######## vga_timing_ctrl ########
===== config.mk =====
export PLATFORM = sky130hd
export DESIGN_NAME = vga_timing_ctrl
export DESIGN_NICKNAME = d
export VERILOG_FILES = /design/src/rtl/vga_pkg.sv /design/src/rtl/vga_axis_counter.sv /design/src/rtl/vga_timing_ctrl.sv
export SDC_FILE = /design/constraint.sdc
export NUM_CORES = 1
export LEC_CHECK = 0
export CAP_MARGIN = 20
export CORE_ASPECT_RATIO = 0.9
export CORE_UTILIZATION = 35
export DETAILED_ROUTE_END_ITERATION = 12
export PLACE_DENSITY_LB_ADDON = 0.15
export SLEW_MARGIN = 5
export SYNTH_ARGS = -nofsm -noshare
export SYNTH_HDL_FRONTEND = slang
export SYNTH_SLANG_ARGS = --single-unit
export TNS_END_PERCENT = 20

===== constraint.sdc =====
create_clock -name clk_50 -period 2.65 [get_ports clk_50]
set_input_delay 0.795 -clock clk_50 [delete_from_list [all_inputs] [get_ports clk_50]]
set_output_delay 0.795 -clock clk_50 [all_outputs]
set_load 0.02 [all_outputs]

===== src/rtl/vga_pkg.sv =====
// rtl/vga_pkg.sv - shared VGA raster timing constants, phase/run enums and phase lookup
package vga_pkg;

   // 640x480 @ 60 Hz defaults, shared with the pixel generator
   localparam int DEF_H_ACTIVE = 640;
   localparam int DEF_H_FRONT  = 16;
   localparam int DEF_H_SYNC   = 96;
   localparam int DEF_H_BACK   = 48;
   localparam int DEF_V_ACTIVE = 480;
   localparam int DEF_V_FRONT  = 10;
   localparam int DEF_V_SYNC   = 2;
   localparam int DEF_V_BACK   = 33;

   localparam int H_TOTAL = DEF_H_ACTIVE + DEF_H_FRONT + DEF_H_SYNC + DEF_H_BACK;
   localparam int V_TOTAL = DEF_V_ACTIVE + DEF_V_FRONT + DEF_V_SYNC + DEF_V_BACK;

   // Both raster counters are 10 bits wide
   localparam int CNT_W = 10;

   typedef enum logic [1:0] {
      PH_ACTIVE,
      PH_FRONT,
      PH_SYNC,
      PH_BACK
   } porch_phase_t;

   typedef enum logic {
      ST_IDLE,
      ST_RUN
   } run_state_t;

   // Phase of a position along one axis; everything past the sync pulse is back porch
   function automatic porch_phase_t phase_of(input int count, input int active,
                                             input int front, input int sync_w);
      if (count < active)
         return PH_ACTIVE;
      else if (count < active + front)
         return PH_FRONT;
      else if (count < active + front + sync_w)
         return PH_SYNC;
      else
         return PH_BACK;
   endfunction

endpackage


===== src/rtl/vga_axis_counter.sv =====
// rtl/vga_axis_counter.sv - one raster axis: position counter with porch phase and sync flag
module vga_axis_counter
   import vga_pkg::*;
#(
   parameter int ACTIVE = DEF_H_ACTIVE,
   parameter int FRONT  = DEF_H_FRONT,
   parameter int SYNC   = DEF_H_SYNC,
   parameter int BACK   = DEF_H_BACK
) (
   input  logic             clk,
   input  logic             reset,
   input  logic             step,
   input  logic             clear,
   output logic [CNT_W-1:0] count,
   output porch_phase_t     phase,
   output logic             sync,
   output logic             wrap
);

   localparam int TOTAL = ACTIVE + FRONT + SYNC + BACK;
   localparam logic [CNT_W-1:0] LAST = CNT_W'(TOTAL - 1);

   logic [CNT_W-1:0] count_next;

   // wrap flags that the next step returns the axis to 0
   assign wrap = (count == LAST);

   // Next position; phase describes the position being loaded, so the parent
   // can register flags in step with the count
   always_comb begin
      count_next = count;
      if (clear)
         count_next = '0;
      else if (step)
         count_next = wrap ? '0 : count + CNT_W'(1);
      phase = phase_of(int'(count_next), ACTIVE, FRONT, SYNC);
   end

   // Count and sync flag change on the same edge, so sync never lags the position
   always_ff @(posedge clk) begin
      if (reset) begin
         count <= '0;
         sync  <= 1'b0;
      end else begin
         count <= count_next;
         sync  <= (phase == PH_SYNC);
      end
   end

endmodule


===== src/rtl/vga_timing_ctrl.sv =====
// rtl/vga_timing_ctrl.sv - VGA raster sequencer with pixel strobe and frame-granular run control
module vga_timing_ctrl
   import vga_pkg::*;
#(
   parameter int H_ACTIVE = DEF_H_ACTIVE,
   parameter int H_FRONT  = DEF_H_FRONT,
   parameter int H_SYNC   = DEF_H_SYNC,
   parameter int H_BACK   = DEF_H_BACK,
   parameter int V_ACTIVE = DEF_V_ACTIVE,
   parameter int V_FRONT  = DEF_V_FRONT,
   parameter int V_SYNC   = DEF_V_SYNC,
   parameter int V_BACK   = DEF_V_BACK,
   parameter bit SYNC_POL = 1'b0
) (
   input  logic             clk_50,
   input  logic             reset,
   input  logic             enable,
   output logic             pix_en,
   output logic             hsync,
   output logic             vsync,
   output logic             video_on,
   output logic [CNT_W-1:0] pixel_x,
   output logic [CNT_W-1:0] pixel_y,
   output logic             line_start,
   output logic             frame_start,
   output logic             busy
);

   logic         toggle;
   run_state_t   state;
   logic         h_step;
   logic         v_step;
   logic         axis_clear;
   logic         h_wrap;
   logic         v_wrap;
   logic         h_sync;
   logic         v_sync;
   logic         frame_end;
   porch_phase_t h_phase;
   porch_phase_t v_phase;

   // Counters only move while a frame is running; idle holds them at the origin
   assign h_step     = toggle && (state == ST_RUN);
   assign v_step     = h_step && h_wrap;
   assign axis_clear = (state == ST_IDLE);
   assign frame_end  = h_wrap && v_wrap;

   vga_axis_counter #(
      .ACTIVE(H_ACTIVE),
      .FRONT (H_FRONT),
      .SYNC  (H_SYNC),
      .BACK  (H_BACK)
   ) u_h_counter (
      .clk  (clk_50),
      .reset(reset),
      .step (h_step),
      .clear(axis_clear),
      .count(pixel_x),
      .phase(h_phase),
      .sync (h_sync),
      .wrap (h_wrap)
   );

   vga_axis_counter #(
      .ACTIVE(V_ACTIVE),
      .FRONT (V_FRONT),
      .SYNC  (V_SYNC),
      .BACK  (V_BACK)
   ) u_v_counter (
      .clk  (clk_50),
      .reset(reset),
      .step (v_step),
      .clear(axis_clear),
      .count(pixel_y),
      .phase(v_phase),
      .sync (v_sync),
      .wrap (v_wrap)
   );

   // Sync flags are registered in the counters; only the constant polarity is applied here
   assign hsync = h_sync ~^ SYNC_POL;
   assign vsync = v_sync ~^ SYNC_POL;

   // Pixel strobe, run/stop FSM and registered flags, all updated on the pixel edge
   always_ff @(posedge clk_50) begin
      if (reset) begin
         toggle      <= 1'b0;
         pix_en      <= 1'b0;
         state       <= ST_IDLE;
         busy        <= 1'b0;
         video_on    <= 1'b0;
         line_start  <= 1'b0;
         frame_start <= 1'b0;
      end else begin
         toggle      <= ~toggle;
         pix_en      <= toggle;
         line_start  <= 1'b0;
         frame_start <= 1'b0;
         if (toggle) begin
            case (state)
               ST_IDLE: begin
                  if (enable) begin
                     state       <= ST_RUN;
                     busy        <= 1'b1;
                     video_on    <= 1'b1;
                     line_start  <= 1'b1;
                     frame_start <= 1'b1;
                  end
               end
               ST_RUN: begin
                  if (frame_end && !enable) begin
                     state    <= ST_IDLE;
                     busy     <= 1'b0;
                     video_on <= 1'b0;
                  end else begin
                     video_on    <= (h_phase == PH_ACTIVE) && (v_phase == PH_ACTIVE);
                     line_start  <= h_wrap;
                     frame_start <= frame_end;
                  end
               end
               default: state <= ST_IDLE;
            endcase
         end
      end
   end

endmodule


######## seq_divider_flat ########
--- config.mk ---
export PLATFORM = sky130hd
export DESIGN_NAME = seq_divider_flat
export DESIGN_NICKNAME = d
export VERILOG_FILES = /design/src/rtl/seq_divider_if.sv /design/src/rtl/seq_divider.sv /design/src/flat_wrapper.sv
export SDC_FILE = /design/constraint.sdc
export NUM_CORES = 1
export LEC_CHECK = 0
export CAP_MARGIN = 15
export CELL_PAD_IN_SITES_DETAIL_PLACEMENT = 2
export CELL_PAD_IN_SITES_GLOBAL_PLACEMENT = 2
export CORE_MARGIN = 8
export CORE_UTILIZATION = 33
export DETAILED_ROUTE_END_ITERATION = 6
export GPL_ROUTABILITY_DRIVEN = 0
export PLACE_DENSITY = 0.78
export SLEW_MARGIN = 20
export SYNTH_ARGS = -nofsm -noshare
export SYNTH_HDL_FRONTEND = slang
export SYNTH_SLANG_ARGS = --single-unit
--- constraint.sdc ---
create_clock -name Clk -period 3.65 [get_ports Clk]
set_input_delay 0.5475 -clock Clk [delete_from_list [all_inputs] [get_ports Clk]]
set_output_delay 0.5475 -clock Clk [all_outputs]
set_load 0.02 [all_outputs]
--- src/rtl/seq_divider_if.sv ---
// Request/result bundle between the pipeline and the iterative divider.
// Operands travel with Start; results are held until the next Done.
interface seq_divider_if;
  logic        Start;
  logic        Signed;
  logic [31:0] Dividend;
  logic [31:0] Divisor;
  logic        Busy;
  logic        Done;
  logic [31:0] Quotient;
  logic [31:0] Remainder;
  logic        DivByZero;

  modport master (
    output Start, Signed, Dividend, Divisor,
    input  Busy, Done, Quotient, Remainder, DivByZero
  );

  modport slave (
    input  Start, Signed, Dividend, Divisor,
    output Busy, Done, Quotient, Remainder, DivByZero
  );
endinterface

--- src/rtl/seq_divider.sv ---
// Restoring shift-subtract 32-bit divider: one quotient bit per clock, 34-cycle latency.
// Start is only taken in IDLE/DONE; the pipeline stalls on Busy, so Start during Busy is dropped.
module seq_divider (
  input logic          Clk,
  input logic          Reset,
  seq_divider_if.slave bus
);

  typedef enum logic [1:0] {IDLE, RUN, FIX, DONE} state_t;

  state_t      state;
  logic [31:0] part_rem;
  logic [31:0] quo_reg;
  logic [31:0] dvs_mag;
  logic [5:0]  count;
  logic        neg_q;
  logic        neg_r;

  logic [31:0] dvd_abs;
  logic [31:0] dvs_abs;
  logic [32:0] trial;
  logic [31:0] shifted_rem;
  logic        dvd_neg;
  logic        dvs_neg;

  always_comb begin
    dvd_neg     = bus.Signed & bus.Dividend[31];
    dvs_neg     = bus.Signed & bus.Divisor[31];
    dvd_abs     = dvd_neg ? (32'd0 - bus.Dividend) : bus.Dividend;
    dvs_abs     = dvs_neg ? (32'd0 - bus.Divisor) : bus.Divisor;
    // partial_rem < divisor always holds, so a set bit 32 means the subtraction borrowed
    trial       = {part_rem, quo_reg[31]} - {1'b0, dvs_mag};
    shifted_rem = {part_rem[30:0], quo_reg[31]};
  end

  always_ff @(posedge Clk) begin
    if (Reset) begin
      state         <= IDLE;
      part_rem      <= 32'd0;
      quo_reg       <= 32'd0;
      dvs_mag       <= 32'd0;
      count         <= 6'd0;
      neg_q         <= 1'b0;
      neg_r         <= 1'b0;
      bus.Busy      <= 1'b0;
      bus.Done      <= 1'b0;
      bus.Quotient  <= 32'd0;
      bus.Remainder <= 32'd0;
      bus.DivByZero <= 1'b0;
    end else begin
      case (state)
        IDLE, DONE: begin
          bus.Done <= 1'b0;
          if (bus.Start) begin
            neg_r    <= dvd_neg;
            neg_q    <= dvd_neg ^ dvs_neg;
            quo_reg  <= dvd_abs;
            dvs_mag  <= dvs_abs;
            part_rem <= 32'd0;
            count    <= 6'd32;
            if (bus.Divisor == 32'd0) begin
              // Results are published immediately; the raw dividend is the remainder
              state         <= DONE;
              bus.Done      <= 1'b1;
              bus.Quotient  <= 32'hFFFF_FFFF;
              bus.Remainder <= bus.Dividend;
              bus.DivByZero <= 1'b1;
            end else begin
              state    <= RUN;
              bus.Busy <= 1'b1;
            end
          end else begin
            state <= IDLE;
          end
        end

        RUN: begin
          quo_reg  <= {quo_reg[30:0], ~trial[32]};
          part_rem <= trial[32] ? shifted_rem : trial[31:0];
          count    <= count - 6'd1;
          if (count == 6'd1) begin
            state <= FIX;
          end
        end

        FIX: begin
          bus.Quotient  <= neg_q ? (32'd0 - quo_reg)  : quo_reg;
          bus.Remainder <= neg_r ? (32'd0 - part_rem) : part_rem;
          bus.DivByZero <= 1'b0;
          bus.Done      <= 1'b1;
          bus.Busy      <= 1'b0;
          state         <= DONE;
        end

        default: begin
          state    <= IDLE;
          bus.Busy <= 1'b0;
          bus.Done <= 1'b0;
        end
      endcase
    end
  end

endmodule

--- src/flat_wrapper.sv ---
// flat-port wrapper written by rule: the top's interface ports become plain ports
module seq_divider_flat 
  (Clk, Reset, bus_Start, bus_Signed, bus_Dividend, bus_Divisor, bus_Busy, bus_Done, bus_Quotient, bus_Remainder, bus_DivByZero);
  seq_divider_if bus_i ();
  input logic Clk;
  input logic Reset;
  input wire logic [$bits(bus_i.Start)-1:0] bus_Start;
  input wire logic [$bits(bus_i.Signed)-1:0] bus_Signed;
  input wire logic [$bits(bus_i.Dividend)-1:0] bus_Dividend;
  input wire logic [$bits(bus_i.Divisor)-1:0] bus_Divisor;
  output wire logic [$bits(bus_i.Busy)-1:0] bus_Busy;
  output wire logic [$bits(bus_i.Done)-1:0] bus_Done;
  output wire logic [$bits(bus_i.Quotient)-1:0] bus_Quotient;
  output wire logic [$bits(bus_i.Remainder)-1:0] bus_Remainder;
  output wire logic [$bits(bus_i.DivByZero)-1:0] bus_DivByZero;
  assign bus_i.Start = bus_Start;
  assign bus_i.Signed = bus_Signed;
  assign bus_i.Dividend = bus_Dividend;
  assign bus_i.Divisor = bus_Divisor;
  assign bus_Busy = bus_i.Busy;
  assign bus_Done = bus_i.Done;
  assign bus_Quotient = bus_i.Quotient;
  assign bus_Remainder = bus_i.Remainder;
  assign bus_DivByZero = bus_i.DivByZero;
  seq_divider u_core (.Clk(Clk), .Reset(Reset), .bus(bus_i));
endmodule
######## periph_uart_tx ########
$ cat src/rtl/periph_uart_tx.sv
// Debug character transmitter on the core data bus. Stored bytes enter a
// small FIFO and an 8N1 serializer drains it onto tx, LSB first.
module periph_uart_tx #(
    parameter logic [31:0] TXDATA_ADDRESS  = 32'h40000004,
    parameter logic [31:0] STATUS_ADDRESS  = 32'h4000000C,
    parameter int          BAUD_DIVIDER    = 434,
    parameter int          FIFO_DEPTH_LOG2 = 4
) (
    input  logic        clock,
    input  logic        reset,
    input  logic [31:0] data_address,
    input  logic [1:0]  data_width,
    input  logic [31:0] data_in,
    input  logic        data_read,
    input  logic        data_write,
    output logic [31:0] data_out,
    output logic        data_ready,
    output logic        selected,
    output logic        tx
);

    localparam int                   PW        = FIFO_DEPTH_LOG2;
    localparam int                   CW        = FIFO_DEPTH_LOG2 + 1;
    localparam int                   DEPTH     = 1 << FIFO_DEPTH_LOG2;
    localparam logic [CW-1:0]        DEPTH_C   = CW'(DEPTH);
    localparam logic [15:0]          BAUD_LAST = 16'(BAUD_DIVIDER - 1);

    typedef enum logic [1:0] {ST_IDLE, ST_START, ST_DATA, ST_STOP} state_t;

    state_t        state, state_next;
    logic [15:0]   baud_cnt, baud_next;
    logic [2:0]    bit_idx, bit_next;
    logic [7:0]    shift, shift_next;
    logic          tx_next;

    logic [7:0]    mem [DEPTH];
    logic [PW-1:0] wr_ptr, rd_ptr;
    logic [CW-1:0] count;
    logic          full, empty, push, pop, baud_end;

    logic          is_txdata, is_status, wants_access, txdata_write, access_done;
    logic [31:0]   status_word;
    logic          unused_bits;

    assign unused_bits  = ^{data_width, data_in[31:8]};

    assign is_txdata    = (data_address == TXDATA_ADDRESS);
    assign is_status    = (data_address == STATUS_ADDRESS);
    assign selected     = is_txdata | is_status;

    assign full         = (count == DEPTH_C);
    assign empty        = (count == '0);
    assign baud_end     = (baud_cnt == BAUD_LAST);

    // A request seen while data_ready is high is the tail of the access just
    // completed, so it is never taken again. A full FIFO still accepts a push
    // when the serializer pops in the same cycle.
    assign wants_access = selected & (data_read | data_write) & ~data_ready;
    assign txdata_write = wants_access & data_write & is_txdata;
    assign push         = txdata_write & (~full | pop);
    assign access_done  = wants_access & ~(txdata_write & ~push);

    // Count field is one bit wider than the pointers so a full FIFO reads DEPTH.
    always_comb begin
        status_word          = '0;
        status_word[0]       = full;
        status_word[1]       = empty;
        status_word[2]       = (state != ST_IDLE);
        status_word[8 +: CW] = count;
    end

    always_ff @(posedge clock) begin
        if (reset) begin
            data_ready <= 1'b0;
            data_out   <= '0;
        end else begin
            data_ready <= access_done;
            data_out   <= (access_done & data_read & is_status) ? status_word : '0;
        end
    end

    always_ff @(posedge clock) begin
        if (push) begin
            mem[wr_ptr] <= data_in[7:0];
        end
    end

    always_ff @(posedge clock) begin
        if (reset) begin
            wr_ptr <= '0;
            rd_ptr <= '0;
            count  <= '0;
        end else begin
            if (push) wr_ptr <= wr_ptr + 1'b1;
            if (pop)  rd_ptr <= rd_ptr + 1'b1;
            case ({push, pop})
                2'b10:   count <= count + 1'b1;
                2'b01:   count <= count - 1'b1;
                default: count <= count;
            endcase
        end
    end

    always_ff @(posedge clock) begin
        if (reset) begin
            state    <= ST_IDLE;
            baud_cnt <= '0;
            bit_idx  <= '0;
            tx       <= 1'b1;
        end else begin
            state    <= state_next;
            baud_cnt <= baud_next;
            bit_idx  <= bit_next;
            tx       <= tx_next;
        end
        shift <= shift_next;
    end

    always_comb begin
        state_next = state;
        baud_next  = baud_cnt;
        bit_next   = bit_idx;
        shift_next = shift;
        pop        = 1'b0;
        case (state)
            ST_IDLE: begin
                if (!empty) begin
                    pop        = 1'b1;
                    shift_next = mem[rd_ptr];
                    state_next = ST_START;
                    baud_next  = '0;
                end
            end
            ST_START: begin
                if (baud_end) begin
                    state_next = ST_DATA;
                    bit_next   = '0;
                    baud_next  = '0;
                end else begin
                    baud_next  = baud_cnt + 16'd1;
                end
            end
            ST_DATA: begin
                if (baud_end) begin
                    shift_next = {1'b0, shift[7:1]};
                    baud_next  = '0;
                    if (bit_idx == 3'd7) state_next = ST_STOP;
                    else                 bit_next   = bit_idx + 3'd1;
                end else begin
                    baud_next  = baud_cnt + 16'd1;
                end
            end
            ST_STOP: begin
                if (baud_end) begin
                    baud_next = '0;
                    if (!empty) begin
                        pop        = 1'b1;
                        shift_next = mem[rd_ptr];
                        state_next = ST_START;
                    end else begin
                        state_next = ST_IDLE;
                    end
                end else begin
                    baud_next = baud_cnt + 16'd1;
                end
            end
            default: state_next = ST_IDLE;
        endcase
        // tx is driven from the next state so the line changes on the same edge.
        tx_next = 1'b1;
        if (state_next == ST_START)     tx_next = 1'b0;
        else if (state_next == ST_DATA) tx_next = shift_next[0];
    end

endmodule

$ cat config.mk
export PLATFORM = sky130hd
export DESIGN_NAME = periph_uart_tx
export DESIGN_NICKNAME = d
export VERILOG_FILES = /design/src/rtl/periph_uart_tx.sv
export SDC_FILE = /design/constraint.sdc
export NUM_CORES = 1
export LEC_CHECK = 0
export CAP_MARGIN = 25
export CORE_MARGIN = 2
export CORE_UTILIZATION = 55
export DETAILED_ROUTE_END_ITERATION = 6
export PLACE_DENSITY_LB_ADDON = 0.2
export REMOVE_ABC_BUFFERS = 1
export SYNTH_ARGS = -nofsm -noshare
export SYNTH_HDL_FRONTEND = slang
export SYNTH_SLANG_ARGS = --single-unit
export TNS_END_PERCENT = 100
$ cat constraint.sdc
create_clock -name clock -period 4.5 [get_ports clock]
set_clock_uncertainty 0.05 [all_clocks]
set_input_delay 0.45 -clock clock [delete_from_list [all_inputs] [get_ports clock]]
set_output_delay 0.45 -clock clock [all_outputs]
set_load 0.01 [all_outputs]
vga_timing_ctrl/clock_map.png
The bar under the picture is 20 um long.
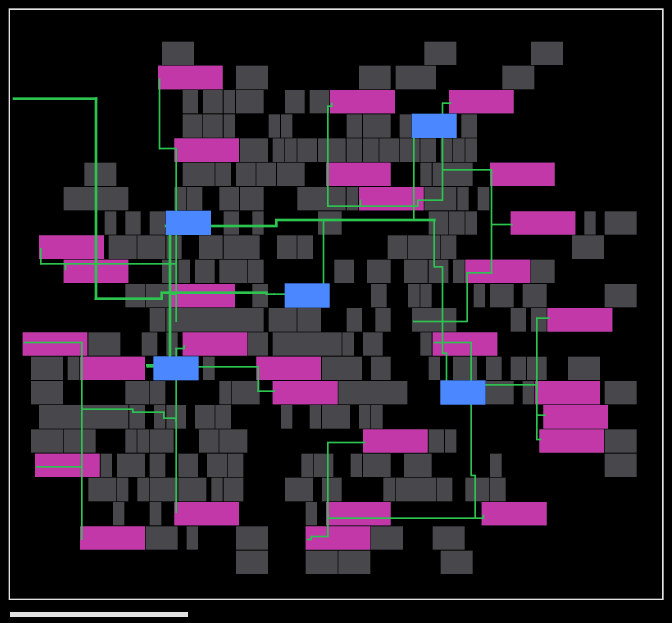
[green] clock wires | length: 428 um
[magenta] flip-flops | count: 29
[blue] cells driving clock nets | count: 5
routed clock nets: 6
flops lie: all over the die
worst clock skew: 0.00749 ns
insertion delay of the later-clocked pin in the worst-skew pair: 0.28 ns
clock share of power: 48.8%
Clk. pwr: 477 uW

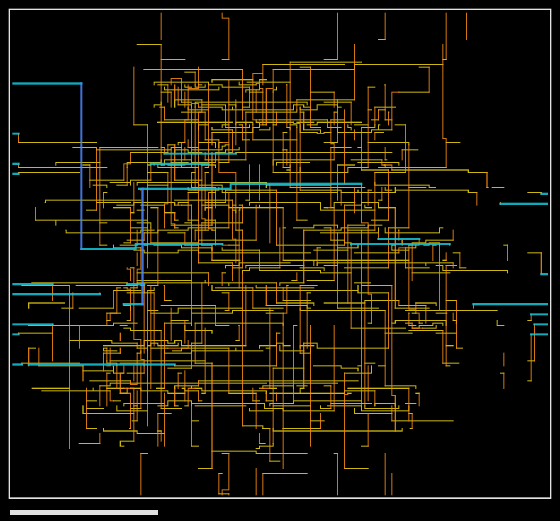
vga_timing_ctrl/metal_stack.png
The bar under the picture is 20 um long.
[cyan] met3 | wire length: 171 um
[yellow] met1 | wire length: 2040 um
[orange] met2 | wire length: 1570 um
[blue] met4 | wire length: 38.1 um
final WL: 3820 um
count of vias placed by the detailed router: 1485
average wire length per cell after detail routing: 13.3 um
total global routing track utilization: 17.9%

==> run notes, vga_timing_ctrl <==
Implementation results are summarized by area below.

Layout
The sequential cell area share is 28.0%. The clock buffer instance count of the final layout is 7. The leading cell category by total area is multi-input combinational cells. The non-filler instance count after layout is 288. There are 29 flip-flops and latches. The area share of buffers outside the clock network is 15.8%.

Once layout is done, the placed cells without fillers occupy 0.00207 mm2. Leaving out the clock tree, the finished layout contains an inverter count of 7.

Die
The total area inside the core boundary comes to 0.00421 mm2. 30 I/O pins were placed.

Yosys
The share of flip-flops with an asynchronous set or reset is 0%. The share of the Yosys chip area taken by registers is 36.4%. The synthesized design contains 0 enable-type register cells. In this run, the synthesized area fraction spent on and/or/nand/nor cells is recorded as 34.7%. A synthesized cell averages 8.14 um2. dfxtp_1 takes more of the synthesized area than any other cell. The number of instances in the synthesized netlist is 196. The multiplexer share of the synthesized area is 0.627%.

Setup path
The type of the worst setup path is reg2reg. In this run the register-to-register setup slack is 0.16 ns. The slowest stage cell on the critical path is dfxtp_1. The worst-path maximum fanout is 6.

Timing
For the finished layout, the period the worst path requires is 2.49 ns. Setup repair after global routing left no endpoint under its margin. Derived from the worst setup path, the maximum achievable clock frequency is 402 MHz.

Clocking
The clock-pin slew reported for the worst setup and hold paths after clock tree synthesis is 0.07 ns. The TritonCTS clock tree is done. The number of buffers added by the clock tree synthesis step is 5. The clock root buffer is clkbuf_8. The number of buffers added for setup after CTS is 0. Post-CTS repair changed the size of 0 cells.

Worst hold path
The sink of the worst hold path is u_h_counter.count[1]$_SDFFE_PP0N_. The number of stages on the worst hold path is 2.

Detailed routing
In the routed layout, each cell is associated on average with a via count of 5.16. The number of antenna-violating nets in the routed design is 0.

Global route
Routing resource usage on met1 recorded by global route was 25.5%. The met3 layer usage reported by global route is 6.10%. The number of antenna violations at the first check in global routing is 0.

Pwr
In the power breakdown, the internal column shows 771 uW. In this run the power spent charging and discharging nets is 205 uW.

Run status
The flow ran to the end, and the final reports show no timing, DRC or antenna violations.

Placed design
The weighted congestion reported at the end of routability-driven placement is 0.829. Setup slack on the worst path after placement came out at 0.221 ns.

Run
The number of warnings reported in the stage logs is 27.
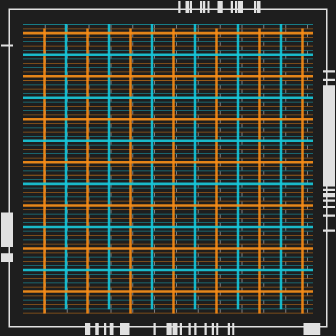
seq_divider_flat/pdn.png
Pins as bars on the die edge. Tap cells in gray.
[cyan] VDD
[orange] VSS
signal pins: 135
met1 rails: 68
rows: 67
Vert. Die Dim: 200 um
worst supply voltage drop on vdd: 0.441 mV

==> run notes, seq_divider_flat <==
Implementation results are summarized by area below.

Run status
The flow ran to the end, and the final reports show no timing, DRC or antenna violations.

Placed design
The sum of net half-perimeters after detailed placement is 34500 um. The quantity of I/O buffers inserted on ports is 134.

Setup path
STA classifies the critical path endpoint as a register. The data arrival at the endpoint of the critical path is 3.90 ns. The most repeated library cell on the critical path is a21oi_1. For this run, the slowest stage of the critical path takes 0.53 ns.

Looking at the setup timing report, the critical path kind is reg2reg. The startpoint type of the worst setup path is a register. STA lists the endpoint of the worst register-to-register path as u_core.part_rem[29]$_SDFFE_PP0P_.

Pwr
The biggest slice of the total power is consumed by combinational cells. Total power for the finished layout comes to 9130 uW. The power spent charging and discharging nets is 4160 uW. In this run, the clock network consumes 20.3% of the power. Summed over the clock group, the power is 1850 uW. The internal portion of total power is 4970 uW.

Clocking
The number of buffers added for setup after CTS is 0. The clock root buffer is clkbuf_16. The number of gates resized after CTS was 0.

Worst hold path
The launch point of the worst hold path is u_core.dvs_mag[31]$_SDFFE_PP0P_.

Die
The chip footprint is 0.0398 mm2. The number of I/O pins is 135.

Layout
The library cells used most frequently in the layout, excluding fill and tap cells, are 181 x nand2_1, 173 x dfxtp_1, 145 x nor2_1. The number of flip-flops and latches is 173.

Yosys
The and-or/or-and share of the synthesized area is 26.5%. The number of synthesized flops with an enable pin is 0. The simple-gate portion of the synthesized area is 20.3%.

Timing
Looking at the max-slew report, the worst-margin pin has a slew of 1.09 ns. Setup repair after global routing left no endpoint under its margin. The highest clock rate is 286 MHz.

Detailed routing
The number of DRC markers after the initial detailed-route iteration is 517.

Global route
The via count of the first global-routing pass is 12.4k.
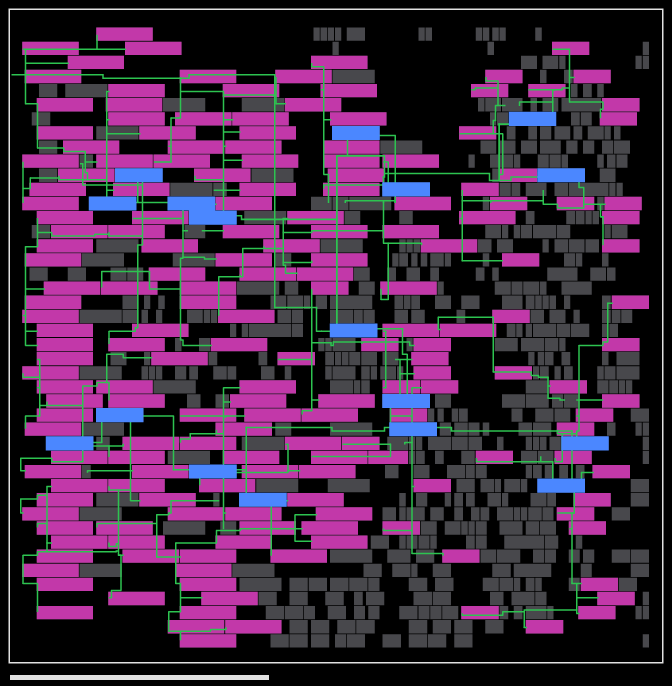
periph_uart_tx/clock_map.png
The bar under the picture is 50 um long.
[blue] cells driving clock nets | count: 17
[green] clock wires | length: 1990 um
[magenta] flip-flops | count: 184
routed clock nets: 18
clock share of power: 30.5%
insertion delay of the later-clocked pin in the worst-skew pair: 0.43 ns

==> run notes, periph_uart_tx <==
Implementation results are summarized by area below.

Run status
The flow ran to the end, and the final reports show no timing, DRC or antenna violations.

Worst hold path
Looking at hold timing, the worst path starts from bit_idx[2]$_SDFFE_PP0P_. Looking at the hold checks, the worst path lands on bit_idx[2]$_SDFFE_PP0P_.

Die
The standard cell core area is 0.0145 mm2.

Timing
Setup violations remaining at the end of the flow were counted as 0. The post-route fraction of the period consumed by the critical path is 87.0%.

Layout
The library cells used most frequently in the layout, excluding fill and tap cells, are 135 x edfxtp_1, 60 x nor2_1, 54 x clkdlybuf4s50_1. The area share of buffers outside the clock network is 6.60%. The leading cell category by total area is sequential cells. The area taken by sequential standard cells is reported as 0.00504 mm2.

The register with the most flip-flops in the layout has 128 of them.

Global route
The maximum number of pins on one net before global-route repair is 33.

Detailed routing
The detailed-route DRC error count is 0.

Yosys
The number of different library cells in the post-synthesis netlist is 64. The simple-gate portion of the synthesized area is 12.5%. The area fraction in xor and xnor cells is 2.04%.

The dominant cell type by area after synthesis is edfxtp_1. The and-or/or-and share of the synthesized area is 6.54%.

Setup path
The startpoint type of the worst setup path is a register.

Run
The number of max-cap violations is 0.

Pwr
The maximum vdd ir drop is 0.390 mV.

==> gallery <==
Track usage over the die.
shot_01.png
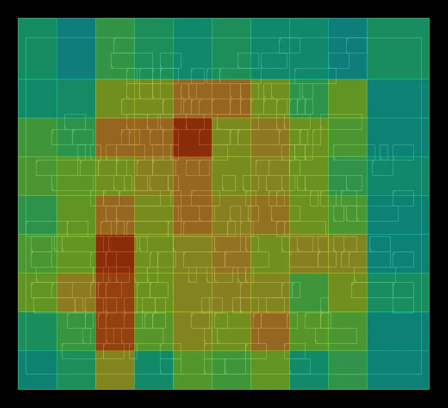
shot_02.png
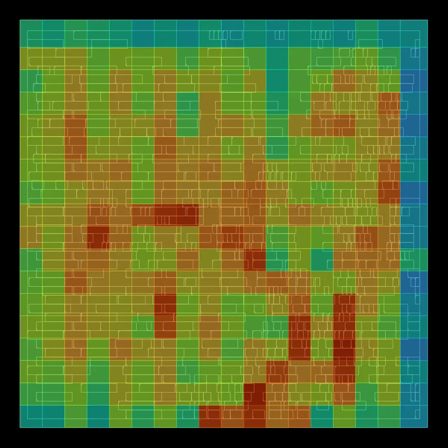
shot_03.png
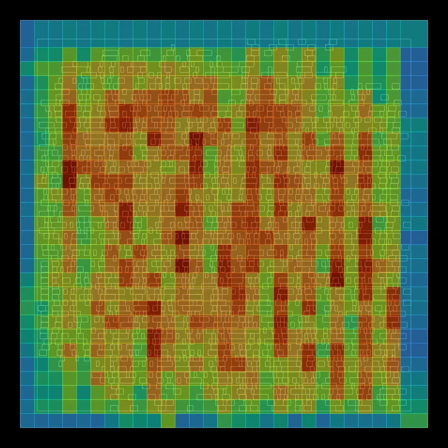
- seq_divider_flat = shot_03.png
- periph_uart_tx = shot_02.png
- vga_timing_ctrl = shot_01.png



==> gallery <==
Placed cells, one color a class.
image #1
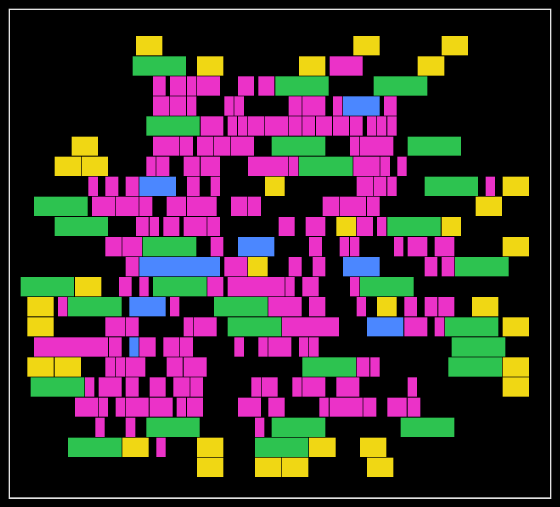
image #2
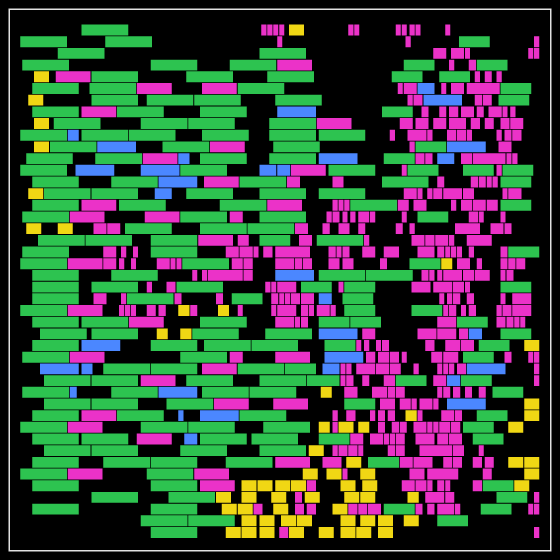
image #3
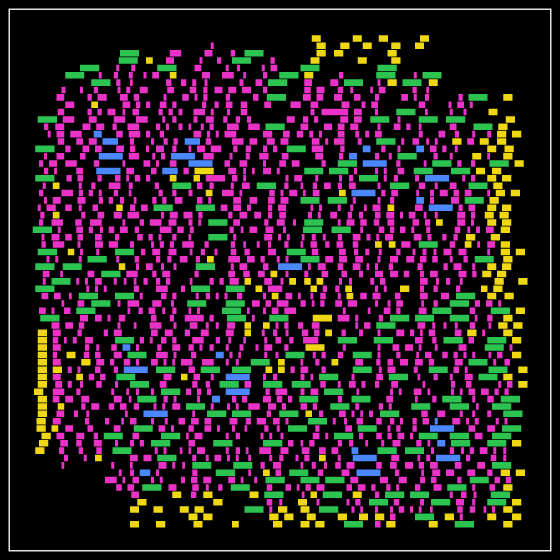
The one with the fewest sequential cells is image #1.
For periph_uart_tx, see image #2.
For seq_divider_flat, see image #3.
For vga_timing_ctrl, see image #1.

Key to image #2:
[blue] clock drivers and dummy loads | cells: 32
[yellow] other buffers and delay cells | cells: 64
[magenta] all other logic | cells: 379
[green] flops | cells: 184

No activity file was given, so power comes from the tool's default toggle rates.
